=== block 1 ===
Figure 1. Supply network (block 1).
Drawn at 6 px/um. Pins as bars on the die edge.
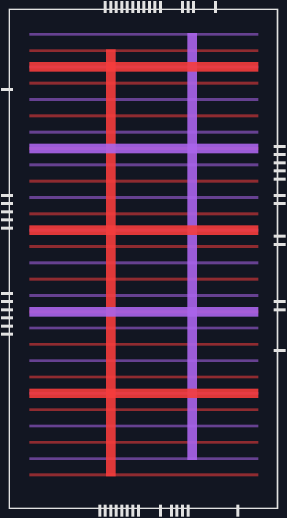

<file path="config.mk">
export PLATFORM = sky130hd
export DESIGN_NAME = sddr_phy_cmd_flat
export DESIGN_NICKNAME = d
export VERILOG_FILES = /design/src/rtl/sddr_phy_cmd_if.sv /design/src/rtl/sddr_phy_cmd.sv /design/src/flat_wrapper.sv
export SDC_FILE = /design/constraint.sdc
export NUM_CORES = 1
export LEC_CHECK = 0
export ABC_AREA = 1
export CAP_MARGIN = 5
export CORE_ASPECT_RATIO = 2
export CORE_MARGIN = 3
export CORE_UTILIZATION = 40
export DETAILED_ROUTE_END_ITERATION = 10
export GPL_ROUTABILITY_DRIVEN = 0
export GPL_TIMING_DRIVEN = 0
export HOLD_SLACK_MARGIN = 0.12
export PLACE_DENSITY = 0.77
export SETUP_SLACK_MARGIN = 0.15
export SLEW_MARGIN = 40
export SYNTH_ARGS = -nofsm -noshare
export SYNTH_HDL_FRONTEND = slang
export SYNTH_SLANG_ARGS = --single-unit
</file>
<file path="constraint.sdc">
create_clock -name in_ddr_clock_i -period 3.5 [get_ports in_ddr_clock_i]
set_input_delay 0.7 -clock in_ddr_clock_i [delete_from_list [all_inputs] [get_ports in_ddr_clock_i]]
set_output_delay 0.7 -clock in_ddr_clock_i [all_outputs]
set_load 0.005 [all_outputs]
</file>
<file path="src/rtl/sddr_phy_cmd_if.sv">
// Controller-side command bus and DDR3 pad-side command/address pins of the PHY command stage.
// The slave modport is the PHY; the master modport is the controller plus pad buffers.
interface sddr_phy_cmd_if #(
    parameter int BANK_BITS = 3,
    parameter int ADDR_BITS = 14,
    parameter int RANKS     = 1
);
    localparam int RW = (RANKS > 1) ? $clog2(RANKS) : 1;

    logic                 ctl_cmd_valid_i;
    logic                 ctl_cmd_ready_o;
    logic [RW-1:0]        ctl_rank_i;
    logic                 ctl_ras_n_i;
    logic                 ctl_cas_n_i;
    logic                 ctl_we_n_i;
    logic [BANK_BITS-1:0] ctl_ba_i;
    logic [ADDR_BITS-1:0] ctl_addr_i;
    logic                 ctl_cke_i;
    logic                 ctl_odt_i;
    logic                 ctl_clk_stop_i;
    logic                 phy_ready_o;
    logic                 ck_en_o;
    logic [RANKS-1:0]     ddr3_cs_n_o;
    logic                 ddr3_ras_n_o;
    logic                 ddr3_cas_n_o;
    logic                 ddr3_we_n_o;
    logic [BANK_BITS-1:0] ddr3_ba_o;
    logic [ADDR_BITS-1:0] ddr3_addr_o;
    logic                 ddr3_cke_o;
    logic                 ddr3_odt_o;

    modport slave (
        input  ctl_cmd_valid_i, ctl_rank_i, ctl_ras_n_i, ctl_cas_n_i, ctl_we_n_i,
               ctl_ba_i, ctl_addr_i, ctl_cke_i, ctl_odt_i, ctl_clk_stop_i,
        output ctl_cmd_ready_o, phy_ready_o, ck_en_o, ddr3_cs_n_o, ddr3_ras_n_o,
               ddr3_cas_n_o, ddr3_we_n_o, ddr3_ba_o, ddr3_addr_o, ddr3_cke_o, ddr3_odt_o
    );

    modport master (
        output ctl_cmd_valid_i, ctl_rank_i, ctl_ras_n_i, ctl_cas_n_i, ctl_we_n_i,
               ctl_ba_i, ctl_addr_i, ctl_cke_i, ctl_odt_i, ctl_clk_stop_i,
        input  ctl_cmd_ready_o, phy_ready_o, ck_en_o, ddr3_cs_n_o, ddr3_ras_n_o,
               ddr3_cas_n_o, ddr3_we_n_o, ddr3_ba_o, ddr3_addr_o, ddr3_cke_o, ddr3_odt_o
    );
endinterface

</file>
<file path="src/rtl/sddr_phy_cmd.sv">
// DDR3 command/address output stage: CK start-up sequencing, valid/ready accept,
// CMD_DELAY-deep registered pin pipeline, multi-rank chip select and clock stop.
module sddr_phy_cmd #(
    parameter int BANK_BITS  = 3,
    parameter int ADDR_BITS  = 14,
    parameter int RANKS      = 1,
    parameter int CMD_DELAY  = 1,
    parameter int CMD_GAP    = 1,
    parameter int CK_STARTUP = 16
)(
    input logic           in_ddr_clock_i,
    input logic           in_phy_reset_i,
    sddr_phy_cmd_if.slave bus
);
    localparam int CW = $clog2(CK_STARTUP);
    localparam int GW = (CMD_GAP > 1) ? $clog2(CMD_GAP) : 1;

    typedef enum logic [1:0] {ST_HOLD, ST_START, ST_RUN, ST_STOP} state_t;

    typedef struct packed {
        logic [RANKS-1:0]     cs_n;
        logic                 ras_n;
        logic                 cas_n;
        logic                 we_n;
        logic [BANK_BITS-1:0] ba;
        logic [ADDR_BITS-1:0] addr;
        logic                 cke;
        logic                 odt;
    } stage_t;

    localparam stage_t IDLE = '{cs_n: {RANKS{1'b1}}, ras_n: 1'b1, cas_n: 1'b1, we_n: 1'b1,
                                ba: '0, addr: '0, cke: 1'b0, odt: 1'b0};

    state_t        r_state;
    state_t        w_nextState;
    logic [CW-1:0] r_cnt;
    logic [GW-1:0] r_gap;
    stage_t        r_pipe [CMD_DELAY];
    stage_t        w_stage0;
    logic          w_ready;
    logic          w_accept;
    logic          w_drained;

    assign w_ready  = (r_state == ST_RUN) && !bus.ctl_clk_stop_i && (r_gap == '0);
    assign w_accept = w_ready && bus.ctl_cmd_valid_i;

    // Clock may only stop once nothing is in flight and CKE is low all the way to the pin.
    always_comb begin
        w_drained = 1'b1;
        for (int i = 0; i < CMD_DELAY; i++) begin
            if ((r_pipe[i].cs_n != {RANKS{1'b1}}) || r_pipe[i].cke) begin
                w_drained = 1'b0;
            end
        end
    end

    always_comb begin
        w_nextState = r_state;
        case (r_state)
            ST_HOLD:  w_nextState = ST_START;
            ST_START: if (r_cnt == CW'(CK_STARTUP - 1)) w_nextState = ST_RUN;
            ST_RUN:   if (bus.ctl_clk_stop_i && w_drained && (r_gap == '0)) w_nextState = ST_STOP;
            ST_STOP:  if (!bus.ctl_clk_stop_i) w_nextState = ST_START;
            default:  w_nextState = ST_HOLD;
        endcase
    end

    always_ff @(posedge in_ddr_clock_i or posedge in_phy_reset_i) begin
        if (in_phy_reset_i) begin
            r_state <= ST_HOLD;
            r_cnt   <= '0;
            r_gap   <= '0;
        end else begin
            r_state <= w_nextState;
            r_cnt   <= (r_state == ST_START) ? r_cnt + CW'(1) : '0;
            if (w_accept) begin
                r_gap <= GW'(CMD_GAP - 1);
            end else if (r_gap != '0) begin
                r_gap <= r_gap - GW'(1);
            end
        end
    end

    // Deselects keep the previous bank/address so idle pins do not toggle.
    always_comb begin
        w_stage0       = r_pipe[0];
        w_stage0.cs_n  = {RANKS{1'b1}};
        w_stage0.ras_n = 1'b1;
        w_stage0.cas_n = 1'b1;
        w_stage0.we_n  = 1'b1;
        if (w_accept && (int'(bus.ctl_rank_i) < RANKS)) begin
            w_stage0.cs_n  = ~(RANKS'(1) << bus.ctl_rank_i);
            w_stage0.ras_n = bus.ctl_ras_n_i;
            w_stage0.cas_n = bus.ctl_cas_n_i;
            w_stage0.we_n  = bus.ctl_we_n_i;
            w_stage0.ba    = bus.ctl_ba_i;
            w_stage0.addr  = bus.ctl_addr_i;
        end
        w_stage0.cke = (r_state == ST_RUN) && bus.ctl_cke_i;
        w_stage0.odt = (r_state == ST_RUN) && bus.ctl_odt_i;
    end

    always_ff @(posedge in_ddr_clock_i or posedge in_phy_reset_i) begin
        if (in_phy_reset_i) begin
            for (int i = 0; i < CMD_DELAY; i++) begin
                r_pipe[i] <= IDLE;
            end
        end else begin
            r_pipe[0] <= w_stage0;
            for (int i = 1; i < CMD_DELAY; i++) begin
                r_pipe[i] <= r_pipe[i-1];
            end
        end
    end

    assign bus.ctl_cmd_ready_o = w_ready;
    assign bus.phy_ready_o     = (r_state == ST_RUN);
    assign bus.ck_en_o         = (r_state == ST_START) || (r_state == ST_RUN);
    assign bus.ddr3_cs_n_o     = r_pipe[CMD_DELAY-1].cs_n;
    assign bus.ddr3_ras_n_o    = r_pipe[CMD_DELAY-1].ras_n;
    assign bus.ddr3_cas_n_o    = r_pipe[CMD_DELAY-1].cas_n;
    assign bus.ddr3_we_n_o     = r_pipe[CMD_DELAY-1].we_n;
    assign bus.ddr3_ba_o       = r_pipe[CMD_DELAY-1].ba;
    assign bus.ddr3_addr_o     = r_pipe[CMD_DELAY-1].addr;
    assign bus.ddr3_cke_o      = r_pipe[CMD_DELAY-1].cke;
    assign bus.ddr3_odt_o      = r_pipe[CMD_DELAY-1].odt;
endmodule

</file>
<file path="src/flat_wrapper.sv">
// flat-port wrapper written by rule: the top's interface ports become plain ports
module sddr_phy_cmd_flat 
#(
    parameter int BANK_BITS  = 3,
    parameter int ADDR_BITS  = 14,
    parameter int RANKS      = 1,
    parameter int CMD_DELAY  = 1,
    parameter int CMD_GAP    = 1,
    parameter int CK_STARTUP = 16
)
  (in_ddr_clock_i, in_phy_reset_i, bus_ctl_cmd_valid_i, bus_ctl_rank_i, bus_ctl_ras_n_i, bus_ctl_cas_n_i, bus_ctl_we_n_i, bus_ctl_ba_i, bus_ctl_addr_i, bus_ctl_cke_i, bus_ctl_odt_i, bus_ctl_clk_stop_i, bus_ctl_cmd_ready_o, bus_phy_ready_o, bus_ck_en_o, bus_ddr3_cs_n_o, bus_ddr3_ras_n_o, bus_ddr3_cas_n_o, bus_ddr3_we_n_o, bus_ddr3_ba_o, bus_ddr3_addr_o, bus_ddr3_cke_o, bus_ddr3_odt_o);
  sddr_phy_cmd_if #(.BANK_BITS(BANK_BITS), .ADDR_BITS(ADDR_BITS), .RANKS(RANKS)) bus_i ();
  input logic in_ddr_clock_i;
  input logic in_phy_reset_i;
  input wire logic [$bits(bus_i.ctl_cmd_valid_i)-1:0] bus_ctl_cmd_valid_i;
  input wire logic [$bits(bus_i.ctl_rank_i)-1:0] bus_ctl_rank_i;
  input wire logic [$bits(bus_i.ctl_ras_n_i)-1:0] bus_ctl_ras_n_i;
  input wire logic [$bits(bus_i.ctl_cas_n_i)-1:0] bus_ctl_cas_n_i;
  input wire logic [$bits(bus_i.ctl_we_n_i)-1:0] bus_ctl_we_n_i;
  input wire logic [$bits(bus_i.ctl_ba_i)-1:0] bus_ctl_ba_i;
  input wire logic [$bits(bus_i.ctl_addr_i)-1:0] bus_ctl_addr_i;
  input wire logic [$bits(bus_i.ctl_cke_i)-1:0] bus_ctl_cke_i;
  input wire logic [$bits(bus_i.ctl_odt_i)-1:0] bus_ctl_odt_i;
  input wire logic [$bits(bus_i.ctl_clk_stop_i)-1:0] bus_ctl_clk_stop_i;
  output wire logic [$bits(bus_i.ctl_cmd_ready_o)-1:0] bus_ctl_cmd_ready_o;
  output wire logic [$bits(bus_i.phy_ready_o)-1:0] bus_phy_ready_o;
  output wire logic [$bits(bus_i.ck_en_o)-1:0] bus_ck_en_o;
  output wire logic [$bits(bus_i.ddr3_cs_n_o)-1:0] bus_ddr3_cs_n_o;
  output wire logic [$bits(bus_i.ddr3_ras_n_o)-1:0] bus_ddr3_ras_n_o;
  output wire logic [$bits(bus_i.ddr3_cas_n_o)-1:0] bus_ddr3_cas_n_o;
  output wire logic [$bits(bus_i.ddr3_we_n_o)-1:0] bus_ddr3_we_n_o;
  output wire logic [$bits(bus_i.ddr3_ba_o)-1:0] bus_ddr3_ba_o;
  output wire logic [$bits(bus_i.ddr3_addr_o)-1:0] bus_ddr3_addr_o;
  output wire logic [$bits(bus_i.ddr3_cke_o)-1:0] bus_ddr3_cke_o;
  output wire logic [$bits(bus_i.ddr3_odt_o)-1:0] bus_ddr3_odt_o;
  assign bus_i.ctl_cmd_valid_i = bus_ctl_cmd_valid_i;
  assign bus_i.ctl_rank_i = bus_ctl_rank_i;
  assign bus_i.ctl_ras_n_i = bus_ctl_ras_n_i;
  assign bus_i.ctl_cas_n_i = bus_ctl_cas_n_i;
  assign bus_i.ctl_we_n_i = bus_ctl_we_n_i;
  assign bus_i.ctl_ba_i = bus_ctl_ba_i;
  assign bus_i.ctl_addr_i = bus_ctl_addr_i;
  assign bus_i.ctl_cke_i = bus_ctl_cke_i;
  assign bus_i.ctl_odt_i = bus_ctl_odt_i;
  assign bus_i.ctl_clk_stop_i = bus_ctl_clk_stop_i;
  assign bus_ctl_cmd_ready_o = bus_i.ctl_cmd_ready_o;
  assign bus_phy_ready_o = bus_i.phy_ready_o;
  assign bus_ck_en_o = bus_i.ck_en_o;
  assign bus_ddr3_cs_n_o = bus_i.ddr3_cs_n_o;
  assign bus_ddr3_ras_n_o = bus_i.ddr3_ras_n_o;
  assign bus_ddr3_cas_n_o = bus_i.ddr3_cas_n_o;
  assign bus_ddr3_we_n_o = bus_i.ddr3_we_n_o;
  assign bus_ddr3_ba_o = bus_i.ddr3_ba_o;
  assign bus_ddr3_addr_o = bus_i.ddr3_addr_o;
  assign bus_ddr3_cke_o = bus_i.ddr3_cke_o;
  assign bus_ddr3_odt_o = bus_i.ddr3_odt_o;
  sddr_phy_cmd #(.BANK_BITS(BANK_BITS), .ADDR_BITS(ADDR_BITS), .RANKS(RANKS), .CMD_DELAY(CMD_DELAY), .CMD_GAP(CMD_GAP), .CK_STARTUP(CK_STARTUP)) u_core (.in_ddr_clock_i(in_ddr_clock_i), .in_phy_reset_i(in_phy_reset_i), .bus(bus_i));
endmodule
</file>
=== block 2 ===
**config.mk**
```make
export PLATFORM = sky130hd
export DESIGN_NAME = snddma_ctrl
export DESIGN_NICKNAME = d
export VERILOG_FILES = /design/src/rtl/snddma_ctrl_pkg.sv /design/src/rtl/snddma_ctrl_fifo.sv /design/src/rtl/snddma_ctrl.sv
export SDC_FILE = /design/constraint.sdc
export NUM_CORES = 1
export LEC_CHECK = 0
export ABC_AREA = 1
export CAP_MARGIN = 15
export CORE_MARGIN = 10
export CORE_UTILIZATION = 50
export DETAILED_ROUTE_END_ITERATION = 10
export PLACE_DENSITY = 0.76
export SLEW_MARGIN = 20
export SYNTH_ARGS = -nofsm -noshare
export SYNTH_HDL_FRONTEND = slang
export SYNTH_SLANG_ARGS = --single-unit
```
**constraint.sdc**
```tcl
create_clock -name clk32 -period 4.3 [get_ports clk32]
set_input_delay 0.645 -clock clk32 [delete_from_list [all_inputs] [get_ports clk32]]
set_output_delay 0.645 -clock clk32 [all_outputs]
set_load 0.005 [all_outputs]
```
**src/rtl/snddma_ctrl_pkg.sv**
```systemverilog
// Shared definitions for the sound DMA controller: channel FSM encodings
// and the channel-index width rule.
// No ports; imported by snddma_ctrl and snddma_ctrl_fifo.
package snddma_ctrl_pkg;

  typedef enum logic [1:0] {
    CH_IDLE = 2'd0,
    CH_RUN  = 2'd1,
    CH_STOP = 2'd2
  } ch_state_e;

  // A single channel still needs a one-bit index so the arbiter and
  // outstanding tracker keep a uniform shape.
  function automatic int ch_idx_w(input int nch);
    return (nch > 1) ? $clog2(nch) : 1;
  endfunction

endpackage

```
**src/rtl/snddma_ctrl_fifo.sv**
```systemverilog
// Per-channel prefetch FIFO for the sound DMA; head is shown combinationally.
// Latency: push visible on dout/empty the cycle after; pop advances head next cycle.
// Backpressure: none; push while full or pop while empty is ignored, flush wins.
// Ports: clk/rst_n (async active-low), flush, push/din, pop, dout (head),
//        count (words held), empty.
module snddma_ctrl_fifo #(
  parameter int DW    = 16,
  parameter int DEPTH = 4
) (
  input  logic                     clk,
  input  logic                     rst_n,
  input  logic                     flush,
  input  logic                     push,
  input  logic [DW-1:0]            din,
  input  logic                     pop,
  output logic [DW-1:0]            dout,
  output logic [$clog2(DEPTH):0]   count,
  output logic                     empty
);

  localparam int PW = $clog2(DEPTH);
  localparam int CW = PW + 1;

  logic [DW-1:0] mem [DEPTH];
  logic [PW-1:0] wp;
  logic [PW-1:0] rp;
  logic          do_push;
  logic          do_pop;

  assign empty   = (count == '0);
  assign do_pop  = pop && !empty;
  assign do_push = push && (count != CW'(DEPTH));
  assign dout    = mem[rp];

  always_ff @(posedge clk or negedge rst_n) begin
    if (!rst_n) begin
      wp    <= '0;
      rp    <= '0;
      count <= '0;
    end else if (flush) begin
      wp    <= '0;
      rp    <= '0;
      count <= '0;
    end else begin
      if (do_push) wp <= wp + PW'(1);
      if (do_pop)  rp <= rp + PW'(1);
      count <= count + CW'(do_push) - CW'(do_pop);
    end
  end

  // Storage is not reset: an empty FIFO never exposes stale words as valid.
  always_ff @(posedge clk) begin
    if (do_push && !flush) mem[wp] <= din;
  end

endmodule

```
**src/rtl/snddma_ctrl.sv**
```systemverilog
// N-channel sound DMA: per-channel frame walkers, round-robin slot arbiter,
// single outstanding fetch, prefetch FIFO and frame-end interrupt per channel.
// Latency: grant on the slot_en edge, sload_n low the following cycle.
// Backpressure: a channel only requests while its FIFO has room; a slot whose
//   previous fetch has not returned grants nothing.
// Ports: clk32/porb clock and async active-low reset; slot_en bus slot strobe;
//   sndon/sfrep/sfstart/sfend channel config; snd_addr/sload_n/snd_ch fetch
//   request; rvalid/rdata fetch return; pop/sdata/sempty DAC side;
//   sundf/stoff/sint/sint_ack/irq status and interrupt.
module snddma_ctrl
  import snddma_ctrl_pkg::*;
#(
  parameter int NCH    = 2,
  parameter int AW     = 21,
  parameter int DW     = 16,
  parameter int FDEPTH = 4
) (
  input  logic              clk32,
  input  logic              porb,
  input  logic              slot_en,
  input  logic [NCH-1:0]    sndon,
  input  logic [NCH-1:0]    sfrep,
  input  logic [NCH*AW-1:0] sfstart,
  input  logic [NCH*AW-1:0] sfend,
  output logic [AW-1:0]     snd_addr,
  output logic              sload_n,
  output logic [1:0]        snd_ch,
  input  logic              rvalid,
  input  logic [DW-1:0]     rdata,
  input  logic [NCH-1:0]    pop,
  output logic [NCH*DW-1:0] sdata,
  output logic [NCH-1:0]    sempty,
  output logic [NCH-1:0]    sundf,
  output logic [NCH-1:0]    stoff,
  output logic [NCH-1:0]    sint,
  input  logic [NCH-1:0]    sint_ack,
  output logic              irq
);

  localparam int CHW = ch_idx_w(NCH);
  localparam int FCW = $clog2(FDEPTH) + 1;

  ch_state_e                  state [NCH];
  logic [AW-1:0]              cnt   [NCH];
  logic [NCH-1:0][FCW-1:0]    fcnt;

  logic                       outst;     // one fetch in flight
  logic                       drop;      // in-flight fetch belongs to a stopped channel
  logic [CHW-1:0]             out_ch;
  logic [CHW-1:0]             last_gnt;

  logic [NCH-1:0]             req;
  logic [NCH-1:0]             at_end;
  logic [NCH-1:0]             flush;
  logic [NCH-1:0]             push;

  logic                       hi_any;
  logic                       lo_any;
  logic [CHW-1:0]             hi_idx;
  logic [CHW-1:0]             lo_idx;
  logic                       gnt_any;
  logic [CHW-1:0]             gnt_idx;

  // Because only one fetch may be in flight and requests are blocked while
  // it is, the FIFO count alone is the reservation: the returning word
  // always has a free entry.
  always_comb begin
    for (int c = 0; c < NCH; c++) begin
      at_end[c] = (cnt[c] == sfend[c*AW +: AW]);
      flush[c]  = slot_en && (state[c] == CH_RUN) && !sndon[c];
      push[c]   = rvalid && outst && !drop && (int'(out_ch) == c) && !flush[c];
      req[c]    = (state[c] == CH_RUN) && sndon[c] && !outst &&
                  (fcnt[c] < FCW'(FDEPTH));
    end
  end

  // Round robin: the lowest requester above the last grant wins, otherwise
  // the lowest requester at or below it.
  always_comb begin
    hi_any = 1'b0;
    lo_any = 1'b0;
    hi_idx = '0;
    lo_idx = '0;
    for (int c = NCH - 1; c >= 0; c--) begin
      if (req[c]) begin
        if (c > int'(last_gnt)) begin
          hi_any = 1'b1;
          hi_idx = CHW'(c);
        end else begin
          lo_any = 1'b1;
          lo_idx = CHW'(c);
        end
      end
    end
    gnt_any = slot_en && (hi_any || lo_any);
    gnt_idx = hi_any ? hi_idx : lo_idx;
  end

  always_ff @(posedge clk32 or negedge porb) begin
    if (!porb) begin
      sload_n  <= 1'b1;
      snd_addr <= '0;
      snd_ch   <= '0;
      outst    <= 1'b0;
      drop     <= 1'b0;
      out_ch   <= '0;
      last_gnt <= '0;
      for (int c = 0; c < NCH; c++) begin
        state[c] <= CH_IDLE;
        cnt[c]   <= '0;
        sint[c]  <= 1'b0;
        stoff[c] <= 1'b0;
        sundf[c] <= 1'b0;
      end
    end else begin
      sload_n <= 1'b1;

      if (rvalid && outst) begin
        outst <= 1'b0;
        drop  <= 1'b0;
      end

      if (gnt_any) begin
        outst    <= 1'b1;
        drop     <= 1'b0;
        out_ch   <= gnt_idx;
        last_gnt <= gnt_idx;
        snd_addr <= cnt[gnt_idx];
        snd_ch   <= 2'(gnt_idx);
        sload_n  <= 1'b0;
      end

      for (int c = 0; c < NCH; c++) begin
        // Set has priority over acknowledge for both sticky flags.
        if (pop[c] && sempty[c])  sundf[c] <= 1'b1;
        else if (sint_ack[c])     sundf[c] <= 1'b0;

        if (gnt_any && (int'(gnt_idx) == c) && at_end[c]) sint[c] <= 1'b1;
        else if (sint_ack[c])                              sint[c] <= 1'b0;

        if (slot_en) begin
          case (state[c])
            CH_IDLE: begin
              if (sndon[c]) begin
                state[c] <= CH_RUN;
                cnt[c]   <= sfstart[c*AW +: AW];
                stoff[c] <= 1'b0;
              end
            end
            CH_RUN: begin
              if (!sndon[c]) begin
                state[c] <= CH_IDLE;
                // Data still on the way for this channel must not land later.
                if (outst && (int'(out_ch) == c) && !rvalid) drop <= 1'b1;
              end else if (gnt_any && (int'(gnt_idx) == c)) begin
                if (at_end[c]) begin
                  if (sfrep[c]) begin
                    cnt[c] <= sfstart[c*AW +: AW];
                  end else begin
                    stoff[c] <= 1'b1;
                    state[c] <= CH_STOP;
                  end
                end else begin
                  cnt[c] <= cnt[c] + AW'(1);
                end
              end
            end
            CH_STOP: begin
              if (!sndon[c]) state[c] <= CH_IDLE;
            end
            default: state[c] <= CH_IDLE;
          endcase
        end
      end
    end
  end

  for (genvar g = 0; g < NCH; g++) begin : g_ch
    snddma_ctrl_fifo #(
      .DW    (DW),
      .DEPTH (FDEPTH)
    ) u_fifo (
      .clk   (clk32),
      .rst_n (porb),
      .flush (flush[g]),
      .push  (push[g]),
      .din   (rdata),
      .pop   (pop[g]),
      .dout  (sdata[g*DW +: DW]),
      .count (fcnt[g]),
      .empty (sempty[g])
    );
  end

  assign irq = |sint;

endmodule
```
=== block 3 ===
$ cat src/rtl/seq_div_if.sv
// Handshake and operand/result bundle for the sequential divider.
// Latency: none, wires only.
// Backpressure: start is only honoured while ready is high.
interface seq_div_if #(
  parameter int DW = 4,
  parameter int VW = 2
);
  logic          start;
  logic [DW-1:0] dividend;
  logic [VW-1:0] divisor;
  logic          ready;
  logic          done;
  logic [DW-1:0] quotient;
  logic [VW-1:0] remainder;
  logic          dbz;

  // Requester side: issues operands, observes results.
  modport master (
    output start, dividend, divisor,
    input  ready, done, quotient, remainder, dbz
  );

  // Divider side.
  modport slave (
    input  start, dividend, divisor,
    output ready, done, quotient, remainder, dbz
  );
endinterface

$ cat src/rtl/seq_div.sv
// Iterative restoring divider: unsigned DW-bit dividend / VW-bit divisor, one quotient bit per clock.
// Latency: done in the cycle after the DW-th edge past accept (1st edge for a zero divisor).
// Backpressure: ready is low while busy; start in the done cycle is accepted back-to-back.
module seq_div #(
  parameter int DW = 4,
  parameter int VW = 2
) (
  input logic      clk,
  input logic      rst_n,
  seq_div_if.slave bus
);

  localparam int CW = $clog2(DW);
  localparam int PW = VW + 1;

  typedef enum logic [1:0] {IDLE, CALC, ZERO} state_t;

  state_t        state_q, state_d;
  logic          ready_q, ready_d;
  logic          done_q, done_d;
  logic [DW-1:0] quot_q, quot_d;
  logic [VW-1:0] rem_q, rem_d;
  logic          dbz_q, dbz_d;
  logic [CW-1:0] cnt_q, cnt_d;
  // Dividend bits shift out of the top while quotient bits shift in at the bottom.
  logic [DW-1:0] shreg_q, shreg_d;
  // One bit wider than the divisor so the trial compare cannot overflow.
  logic [PW-1:0] part_q, part_d;
  logic [VW-1:0] dvsr_q, dvsr_d;

  logic [PW:0]   trial_w;
  logic          qbit_w;

  // Next-state logic: operand capture, one restoring step per CALC cycle, result latch on the last step.
  always_comb begin
    state_d = state_q;
    ready_d = ready_q;
    done_d  = 1'b0;
    quot_d  = quot_q;
    rem_d   = rem_q;
    dbz_d   = dbz_q;
    cnt_d   = cnt_q;
    shreg_d = shreg_q;
    part_d  = part_q;
    dvsr_d  = dvsr_q;
    trial_w = {part_q, shreg_q[DW-1]};
    qbit_w  = 1'b0;

    case (state_q)
      IDLE: begin
        if (bus.start) begin
          ready_d = 1'b0;
          if (bus.divisor != '0) begin
            state_d = CALC;
            shreg_d = bus.dividend;
            part_d  = '0;
            cnt_d   = CW'(DW - 1);
            dvsr_d  = bus.divisor;
          end else begin
            state_d = ZERO;
          end
        end
      end

      CALC: begin
        if (trial_w >= {2'b00, dvsr_q}) begin
          part_d = PW'(trial_w - {2'b00, dvsr_q});
          qbit_w = 1'b1;
        end else begin
          part_d = trial_w[PW-1:0];
        end
        shreg_d = {shreg_q[DW-2:0], qbit_w};
        if (cnt_q == '0) begin
          quot_d  = shreg_d;
          rem_d   = part_d[VW-1:0];
          dbz_d   = 1'b0;
          done_d  = 1'b1;
          ready_d = 1'b1;
          state_d = IDLE;
        end else begin
          cnt_d = cnt_q - 1'b1;
        end
      end

      ZERO: begin
        quot_d  = '1;
        rem_d   = '0;
        dbz_d   = 1'b1;
        done_d  = 1'b1;
        ready_d = 1'b1;
        state_d = IDLE;
      end

      default: begin
        ready_d = 1'b1;
        state_d = IDLE;
      end
    endcase
  end

  // State and registered outputs; reset abandons any in-flight division without a done pulse.
  always_ff @(posedge clk or negedge rst_n) begin
    if (!rst_n) begin
      state_q <= IDLE;
      ready_q <= 1'b1;
      done_q  <= 1'b0;
      quot_q  <= '0;
      rem_q   <= '0;
      dbz_q   <= 1'b0;
      cnt_q   <= '0;
      shreg_q <= '0;
      part_q  <= '0;
      dvsr_q  <= '0;
    end else begin
      state_q <= state_d;
      ready_q <= ready_d;
      done_q  <= done_d;
      quot_q  <= quot_d;
      rem_q   <= rem_d;
      dbz_q   <= dbz_d;
      cnt_q   <= cnt_d;
      shreg_q <= shreg_d;
      part_q  <= part_d;
      dvsr_q  <= dvsr_d;
    end
  end

  assign bus.ready     = ready_q;
  assign bus.done      = done_q;
  assign bus.quotient  = quot_q;
  assign bus.remainder = rem_q;
  assign bus.dbz       = dbz_q;

endmodule

$ cat src/flat_wrapper.sv
// flat-port wrapper written by rule: the top's interface ports become plain ports
module seq_div_flat 
#(
  parameter int DW = 4,
  parameter int VW = 2
)
  (clk, rst_n, bus_start, bus_dividend, bus_divisor, bus_ready, bus_done, bus_quotient, bus_remainder, bus_dbz);
  seq_div_if #(.DW(DW), .VW(VW)) bus_i ();
  input logic clk;
  input logic rst_n;
  input wire logic [$bits(bus_i.start)-1:0] bus_start;
  input wire logic [$bits(bus_i.dividend)-1:0] bus_dividend;
  input wire logic [$bits(bus_i.divisor)-1:0] bus_divisor;
  output wire logic [$bits(bus_i.ready)-1:0] bus_ready;
  output wire logic [$bits(bus_i.done)-1:0] bus_done;
  output wire logic [$bits(bus_i.quotient)-1:0] bus_quotient;
  output wire logic [$bits(bus_i.remainder)-1:0] bus_remainder;
  output wire logic [$bits(bus_i.dbz)-1:0] bus_dbz;
  assign bus_i.start = bus_start;
  assign bus_i.dividend = bus_dividend;
  assign bus_i.divisor = bus_divisor;
  assign bus_ready = bus_i.ready;
  assign bus_done = bus_i.done;
  assign bus_quotient = bus_i.quotient;
  assign bus_remainder = bus_i.remainder;
  assign bus_dbz = bus_i.dbz;
  seq_div #(.DW(DW), .VW(VW)) u_core (.clk(clk), .rst_n(rst_n), .bus(bus_i));
endmodule
$ cat config.mk
export PLATFORM = sky130hd
export DESIGN_NAME = seq_div_flat
export DESIGN_NICKNAME = d
export VERILOG_FILES = /design/src/rtl/seq_div_if.sv /design/src/rtl/seq_div.sv /design/src/flat_wrapper.sv
export SDC_FILE = /design/constraint.sdc
export NUM_CORES = 1
export LEC_CHECK = 0
export ABC_CLOCK_PERIOD_IN_PS = 2460
export CORE_MARGIN = 2
export CORE_UTILIZATION = 52
export DETAILED_ROUTE_END_ITERATION = 12
export PLACE_DENSITY = 0.78
export SLEW_MARGIN = 0
export SYNTH_ARGS = -nofsm -noshare
export SYNTH_HDL_FRONTEND = slang
export SYNTH_SLANG_ARGS = --single-unit
$ cat constraint.sdc
create_clock -name clk -period 2.46 [get_ports clk]
set_clock_uncertainty 0.15 [all_clocks]
set_input_delay 0.492 -clock clk [delete_from_list [all_inputs] [get_ports clk]]
set_output_delay 0.492 -clock clk [all_outputs]
set_load 0.01 [all_outputs]
=== block 4 ===
File: config.mk
export PLATFORM = sky130hd
export DESIGN_NAME = dp_ram_16x4_ed
export DESIGN_NICKNAME = d
export VERILOG_FILES = /design/src/rtl/dp_ram_16x4_ed.sv
export SDC_FILE = /design/constraint.sdc
export NUM_CORES = 1
export LEC_CHECK = 0
export CORE_UTILIZATION = 45
export DETAILED_ROUTE_END_ITERATION = 12
export SETUP_SLACK_MARGIN = 0.3
export SYNTH_ARGS = -nofsm -noshare
export SYNTH_HDL_FRONTEND = slang
export SYNTH_SLANG_ARGS = --single-unit
File: constraint.sdc
create_clock -name Clock -period 3.9 [get_ports Clock]
set_input_delay 0.975 -clock Clock [delete_from_list [all_inputs] [get_ports Clock]]
set_output_delay 0.975 -clock Clock [all_outputs]
set_load 0.01 [all_outputs]
File: src/rtl/dp_ram_16x4_ed.sv
//------------------------------------------------------------------------------
// Module   : dp_ram_16x4_ed
// Purpose  : 16x4 single-clock dual-port RAM, one write port and one read port.
//            Each word carries an ED sideband bit. The read port is registered.
//            Defining RDW_BYPASS_EN makes a read of the address being written
//            on the same edge return the new data (write-through).
// Revision : 1.0
//------------------------------------------------------------------------------
`default_nettype none

module dp_ram_16x4_ed #(
  parameter int DATA_WIDTH = 4,
  parameter int ADDR_WIDTH = 4,
  parameter int ED_WIDTH   = 1
) (
  input  logic                  Clock,
  input  logic                  Reset,
  input  logic                  WrEn,
  input  logic [ADDR_WIDTH-1:0] WrAddress,
  input  logic [DATA_WIDTH-1:0] Data,
  input  logic [ED_WIDTH-1:0]   EDI,
  input  logic                  RdEn,
  input  logic [ADDR_WIDTH-1:0] RdAddress,
  output logic [DATA_WIDTH-1:0] Q,
  output logic [ED_WIDTH-1:0]   EDO
);

  localparam int C_DEPTH = 2 ** ADDR_WIDTH;
  localparam int C_WORD  = DATA_WIDTH + ED_WIDTH;

  logic [C_WORD-1:0] r_mem [C_DEPTH];
  logic [C_WORD-1:0] r_rd_word;
  logic [C_WORD-1:0] w_wr_word;
  logic [C_WORD-1:0] w_rd_next;

  assign w_wr_word = {EDI, Data};

`ifdef RDW_BYPASS_EN
  always_comb begin
    w_rd_next = r_mem[RdAddress];
    if (WrEn && (WrAddress == RdAddress)) begin
      w_rd_next = w_wr_word;
    end
  end
`else
  // Array read sees pre-edge contents, giving read-before-write on collision.
  assign w_rd_next = r_mem[RdAddress];
`endif

  always_ff @(posedge Clock or posedge Reset) begin
    if (Reset) begin
      for (int i = 0; i < C_DEPTH; i++) begin
        r_mem[i] <= '0;
      end
    end else if (WrEn) begin
      r_mem[WrAddress] <= w_wr_word;
    end
  end

  always_ff @(posedge Clock or posedge Reset) begin
    if (Reset) begin
      r_rd_word <= '0;
    end else if (RdEn) begin
      r_rd_word <= w_rd_next;
    end
  end

  assign Q   = r_rd_word[DATA_WIDTH-1:0];
  assign EDO = r_rd_word[C_WORD-1:DATA_WIDTH];

endmodule

`default_nettype wire

Figure 2. The metal 2 layer (block 2).
Drawn at 2 px/um.
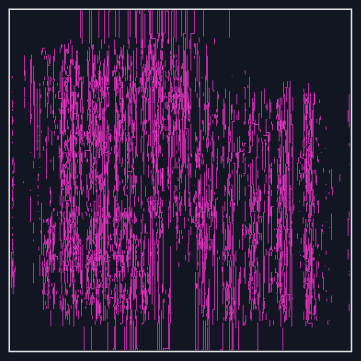
nets with wire on the layer: 1,236
longest straight run: 69.7 um
share of all routed wire: 48%

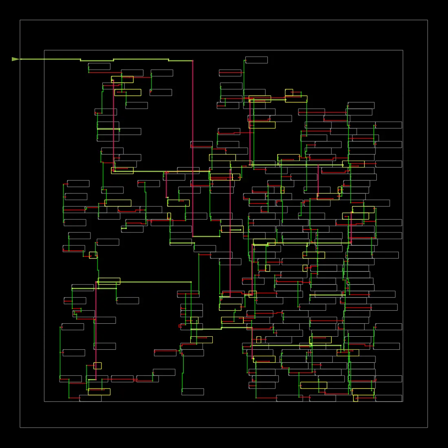
Figure 3: block 2, clock nets.
Insertion Delay late pin: 0.52 ns
Clock Buffer Count: 24
number of buffers inserted during clock tree synthesis: 23
power of the clock network: 2200 uW
clock tree skew after final layout: 0.0267 ns

==> run notes, block 2 <==
### Outcome
* **result of the run** finished, final reports clean

### Setup path
* **FF-to-FF Start** state[1]
* **Setup crit start** g_ch[1].u_fifo.rp[0]
* **R2R setup slack** 1.58 ns

### Synth
* **cell types with the largest area share after synthesis** sky130_fd_sc_hd__edfxtp_1 (34%), sky130_fd_sc_hd__dfrtp_1 (20%), sky130_fd_sc_hd__nand2_1 (13%)
* **Post-synth top cells** sky130_fd_sc_hd__nand2_1 (399), sky130_fd_sc_hd__nor2_1 (164), sky130_fd_sc_hd__inv_1 (130), sky130_fd_sc_hd__edfxtp_1 (128), sky130_fd_sc_hd__nand3_1 (110)
* **total nets after synthesis** 1,452
* **library cell with the highest instance count after synthesis** sky130_fd_sc_hd__nand2_1

### Die
* **Placement Rows** 54
* **vertical die dimension** 170 um
* **Std-Cell Core Area** 22,000 um2

### Cells and area
* **Final #Nets** 1,610
* **layout filler cell count** 1,812

### Final timing
* **number of endpoints with negative hold slack in the final report** 0

### CTS
* **hold-fix buffer count after cts** 0

### Power
* **switching part of the total** 38.5%

### GRT
* **number of global-route vias before repair** 9,315

block 2: routing by layer:
metal / wire, um / vias to the layer above
li1: - / 4648
met1: 13000 / 4483
met2: 15400 / 465
met3: 2880 / 63
met4: 1000 / 0
met5: 0 / -
block 2: metrics by stage:
stage,std cells,worst slack (ns),hold WS [ns]
after floorplan,1324,1.80,0.349
after global placement,1737,1.10,0.484
after detailed placement,1737,1.01,0.483
after CTS,1779,0.804,0.199
after global routing,1779,0.629,0.216
final,1779,0.858,0.185
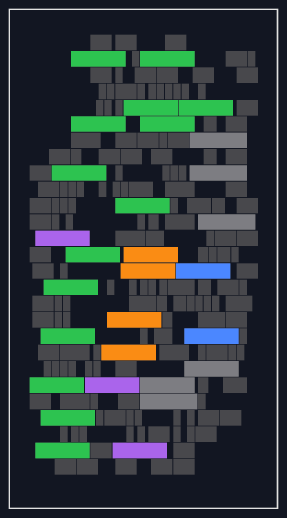
Figure 4: block 1, sequential cells coloured by netlist name.
Drawn at 6 px/um. Other sequential cells in the stronger grey, the rest of the logic in the fainter grey.
| netlist name | colour | sequential cells |
|---|---|---|
| u_core.r_state | blue | 2 |
| u_core.bus.ddr3_addr_o | green | 14 |
| u_core.r_cnt | orange | 4 |
| u_core.bus.ddr3_ba_o | purple | 3 |
not coloured: 6

## Picture notes: Figure 1
| net | colour |
|---|---|
| VSS | red |
| VDD | purple |
met5 straps: 5
signal pins: 53
met1 rails: 28
met4 straps: 2

==> run notes, block 1 <==
### CTS
* **Post-CTS Setup Inserts** 0

### Power
* **total power draw** 1320 uW
* **Max IR drop VDD** 485 uV

### Final timing
* **max frequency** 0.391 GHz
* **setup repair after global routing missed its margin** false
* **clock tree skew after final layout** 0.00442 ns
* **headroom to the max-slew limit** 59.6%

### Synth
* **yosys warning tally** 0
* **area reported by Yosys stat** 1180 um2
* **FA/HA/MAJ Cells, Area Fraction** 4.23%
* **Most used DFF post-synth** sky130_fd_sc_hd__dfrtp_1
* **yosys cell count** 126
* **mean area per synthesized cell** 9.39 um2
* **Mux cell area share** 0%
* **share of flip-flops with an asynchronous set or reset after synthesis** 100%

### Setup path
* **Setup crit start** bus_ctl_clk_stop_i
* **FF-to-FF Start** u_core.r_state[0]
* **biggest fanout along the worst timing path** 3
* **most used cell along the critical path** sky130_fd_sc_hd__clkdlybuf4s50_1

### Detailed routing
* **detail-routed via count per cell** 4.65
* **met1 routed wirelength after detailed routing** 981 um

### GRT
* **global-route met3 utilization** 4.34%

### Cells and area
* **Final #Nets** 216

### Place
* **DP HPWL** 2150 um

### Outcome
* **result of the run** finished, final reports clean

### Run
* **OpenROAD warning count** 28

### Hold path
* **min-delay worst type** register to register

-- block 1: final cells by class --
class / count / area [um2] / area share, %
Buffer: 3 / 27.5 / 1.49
Clock buffer: 7 / 96.3 / 5.23
Clock inverter: 1 / 5.00 / 0.272
Inverter: 12 / 45.0 / 2.45
Multi-Input combinational cell: 82 / 380 / 20.7
Sequential cell: 29 / 731 / 39.7
Tap cell: 29 / 36.3 / 1.97
Timing Repair Buffer: 52 / 520 / 28.3
-- block 1: critical path: cells and delay by family --
family        cells  cell delay [ns]
buf+inv           2             1.00
simple gates      1             0.16
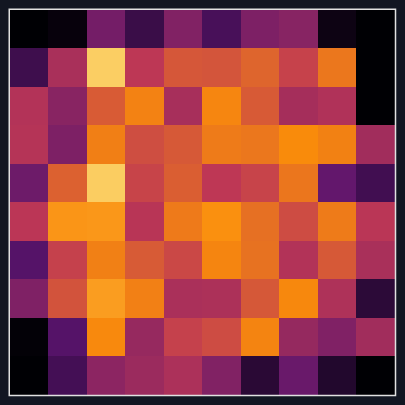
Figure 5: block 4, cell area per tile.
Drawn at 4 px/um. 10 x 10 tiles, from black (low) to pale yellow (high), 0 to 100% covered.
fullest tile: 89%
mean over tiles: 47%
nearly empty tiles: 8.0%
tiles over 75% full: 6.0%

==> run notes, block 4 <==
### Final timing
* **headroom to the max-slew limit** 51.0%
* **Setup-failing EPs final** 0
* **post-layout period usage of the worst path** 70.7%
* **min cycle time layout** 2.76 ns
* **transition at the pin with the smallest max-transition slack** 0.732 ns

### Power
* **power of the clock network** 514 uW
* **clock network power share** 24.0%
* **total power draw** 2140 uW
* **Cell Int Power** 1570 uW

### Setup path
* **kind of end point of the critical path** register
* **Worst Setup Start Kind** input port
* **worst path required time** 4.12 ns

### Cells and area
* **fraction of standard cell area that is sequential** 47.8%
* **FFs & Latches** 85
* **fraction of final layout cells with drive strength greater than 1** 33.9%
* **Finished Layout Cells** 415

### Synth
* **flip-flops with a built-in enable** 0
* **share of flip-flops with an asynchronous set or reset after synthesis** 100%
* **Mux cell area share** 35.4%
* **number of distinct library cells after synthesis** 24
* **cell types with the largest area share after synthesis** sky130_fd_sc_hd__dfrtp_1 (53%), sky130_fd_sc_hd__mux2_2 (23%), sky130_fd_sc_hd__mux4_1 (6.6%)
* **cell area after synthesis** 3990 um2

### Detailed routing
* **Total Wirelength** 8840 um

### Place
* **Placed Instance Area** 4300 um2

### Run
* **OpenROAD warning count** 26

### GRT
* **grt met2 use** 31.2%

### Hold path
* **hold path start** r_mem[74]

### Outcome
* **result of the run** finished, final reports clean

## block 4: flip-flops by register name (all words and copies together) (netlist names)
signal,count
r_mem,80
r_rd_word,5
## block 4: cell usage in the layout, fill, tap and decap left out, drive strengths merged
cell,instances
clkinv,4
or3,4
dfrtp,85
nor2,15
clkbuf,11
or2,4
a22oi,5
mux2,81
mux2i,24
mux4,10
nor2b,3
nand2,12
nand4,4
buf,7
nand3,8
clkdlybuf4s50,21
nand4b,1
a31oi,5
nor3,3
nand2b,3
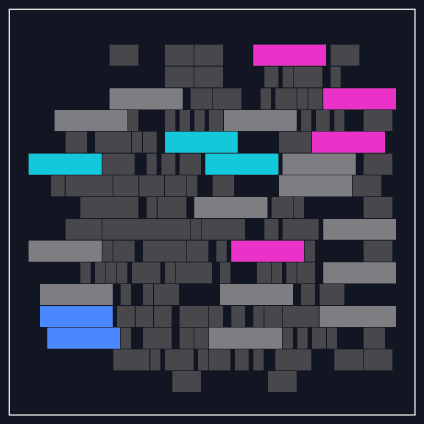
Figure 6: block 3, sequential cells coloured by netlist name.
Drawn at 8 px/um. Other sequential cells in the stronger grey, the rest of the logic in the fainter grey.
| netlist name | colour | sequential cells |
|---|---|---|
| u_core.bus.quotient | magenta | 4 |
| u_core.cnt_q | blue | 2 |
| u_core.part_q | cyan | 3 |

==> run notes, block 3 <==
### Synth
* **mean area per synthesized cell** 10.1 um2
* **yosys xor share** 0.778%
* **cell area after synthesis** 1130 um2
* **portion of synthesized cell area occupied by the leading cell type** 46.7%
* **cell type contributing the most total cell area after synthesis** sky130_fd_sc_hd__dfrtp_1
* **Most used DFF post-synth** sky130_fd_sc_hd__dfrtp_1
* **Simple-Gate Fraction of Synth Area** 13.3%

### Die
* **number of primary I/O pins** 18
* **chip area** 2550 um2

### Setup path
* **FF-to-FF Start** u_core.shreg_q[3]
* **Setup crit start** u_core.shreg_q[3]
* **biggest fanout along the worst timing path** 4
* **kind of end point of the critical path** register
* **R2R setup slack** 0.22 ns
* **capturing point of the worst reg2reg path** u_core.part_q[1]
* **family with the most delay on the worst path** flip-flops

### CTS
* **Post-CTS Setup Inserts** 0
* **Resized Gates After CTS** 0
* **Clock Tree Root** sky130_fd_sc_hd__clkbuf_4

### Detailed routing
* **Total Wirelength** 2170 um
* **highest routed layer** met4
* **DR DRC count** 0

### Outcome
* **result of the run** finished, final reports clean

### Final timing
* **max frequency** 0.447 GHz
* **transition at the pin with the smallest max-transition slack** 0.511 ns

### Power
* **Cell Int Power** 1170 uW

### Cells and area
* **fraction of final layout cells with drive strength greater than 1** 9.92%

### Place
* **number of placed instances, taps included** 154

### GRT
* **global-route met3 utilization** 4.46%

[block 3: stage by stage]
step / power [uW] / utilization [%] / setup WS, ns
6_report: 1940 / 68.9 / 0.224
5_1_grt: 2090 / 68.9 / 0.116
4_1_cts: 1950 / 68.9 / 0.206
3_5_place_dp: 1660 / 66.3 / 0.239
3_3_place_gp: 1610 / 66.3 / 0.302
2_1_floorplan: 1360 / - / 0.407
[block 3: cell type report]
class,instances,area [um2]
Clock buffer,3,22.5
Clock inverter,1,30.0
Fill cell,168,622
Inverter,9,33.8
Multi-Input combinational cell,77,523
Sequential cell,22,552
Tap cell,27,33.8
Timing Repair Buffer,19,185


==> notes/layouts.md <==
Pictures saved along the way, in no particular order.

Clock nets.
panel A
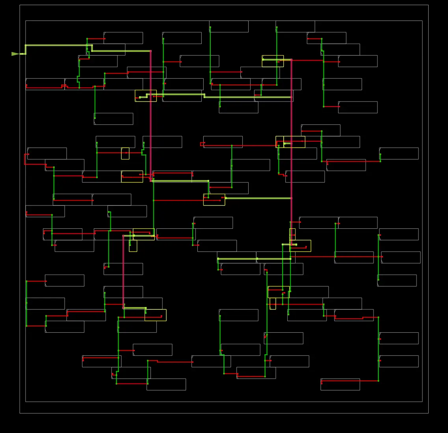
panel B
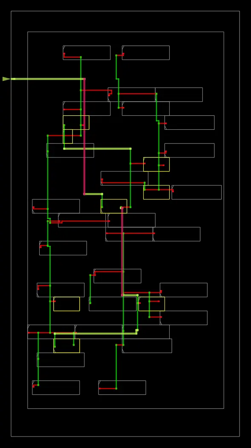
panel C
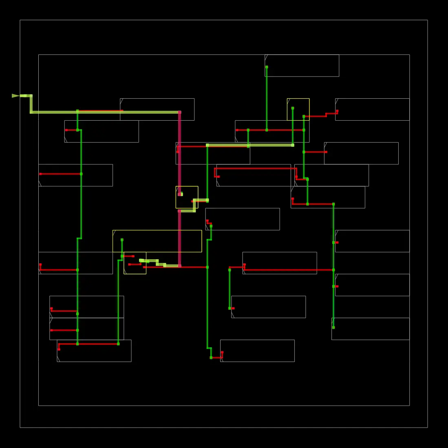
panel A: block 4
panel B: block 1
panel C: block 3
The one with the most sequential cells is panel A.
The one with the fewest clock buffers is panel C.


## Gallery

The metal 2 layer.
picture 1
Drawn at 4 px/um.
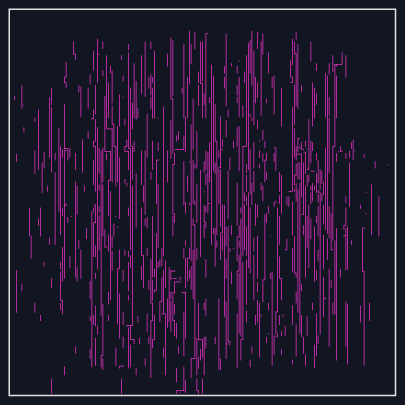
picture 2
Drawn at 8 px/um.
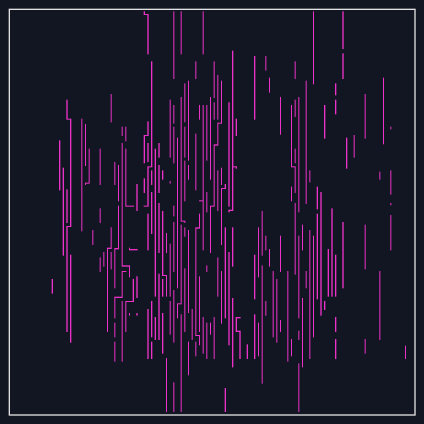
picture 3
Drawn at 6 px/um.
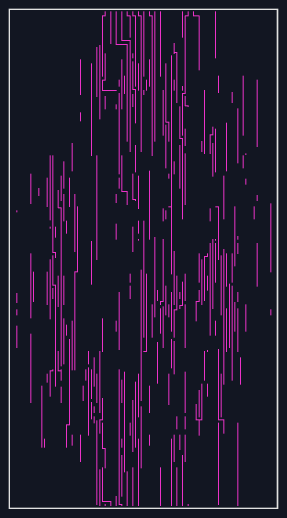
block 3 -> picture 2
block 4 -> picture 1
block 1 -> picture 3

Key to picture 1:
share of all routed wire: 46%
nets with wire on the layer: 295

No activity file was given, so power comes from the tool's default toggle rates.
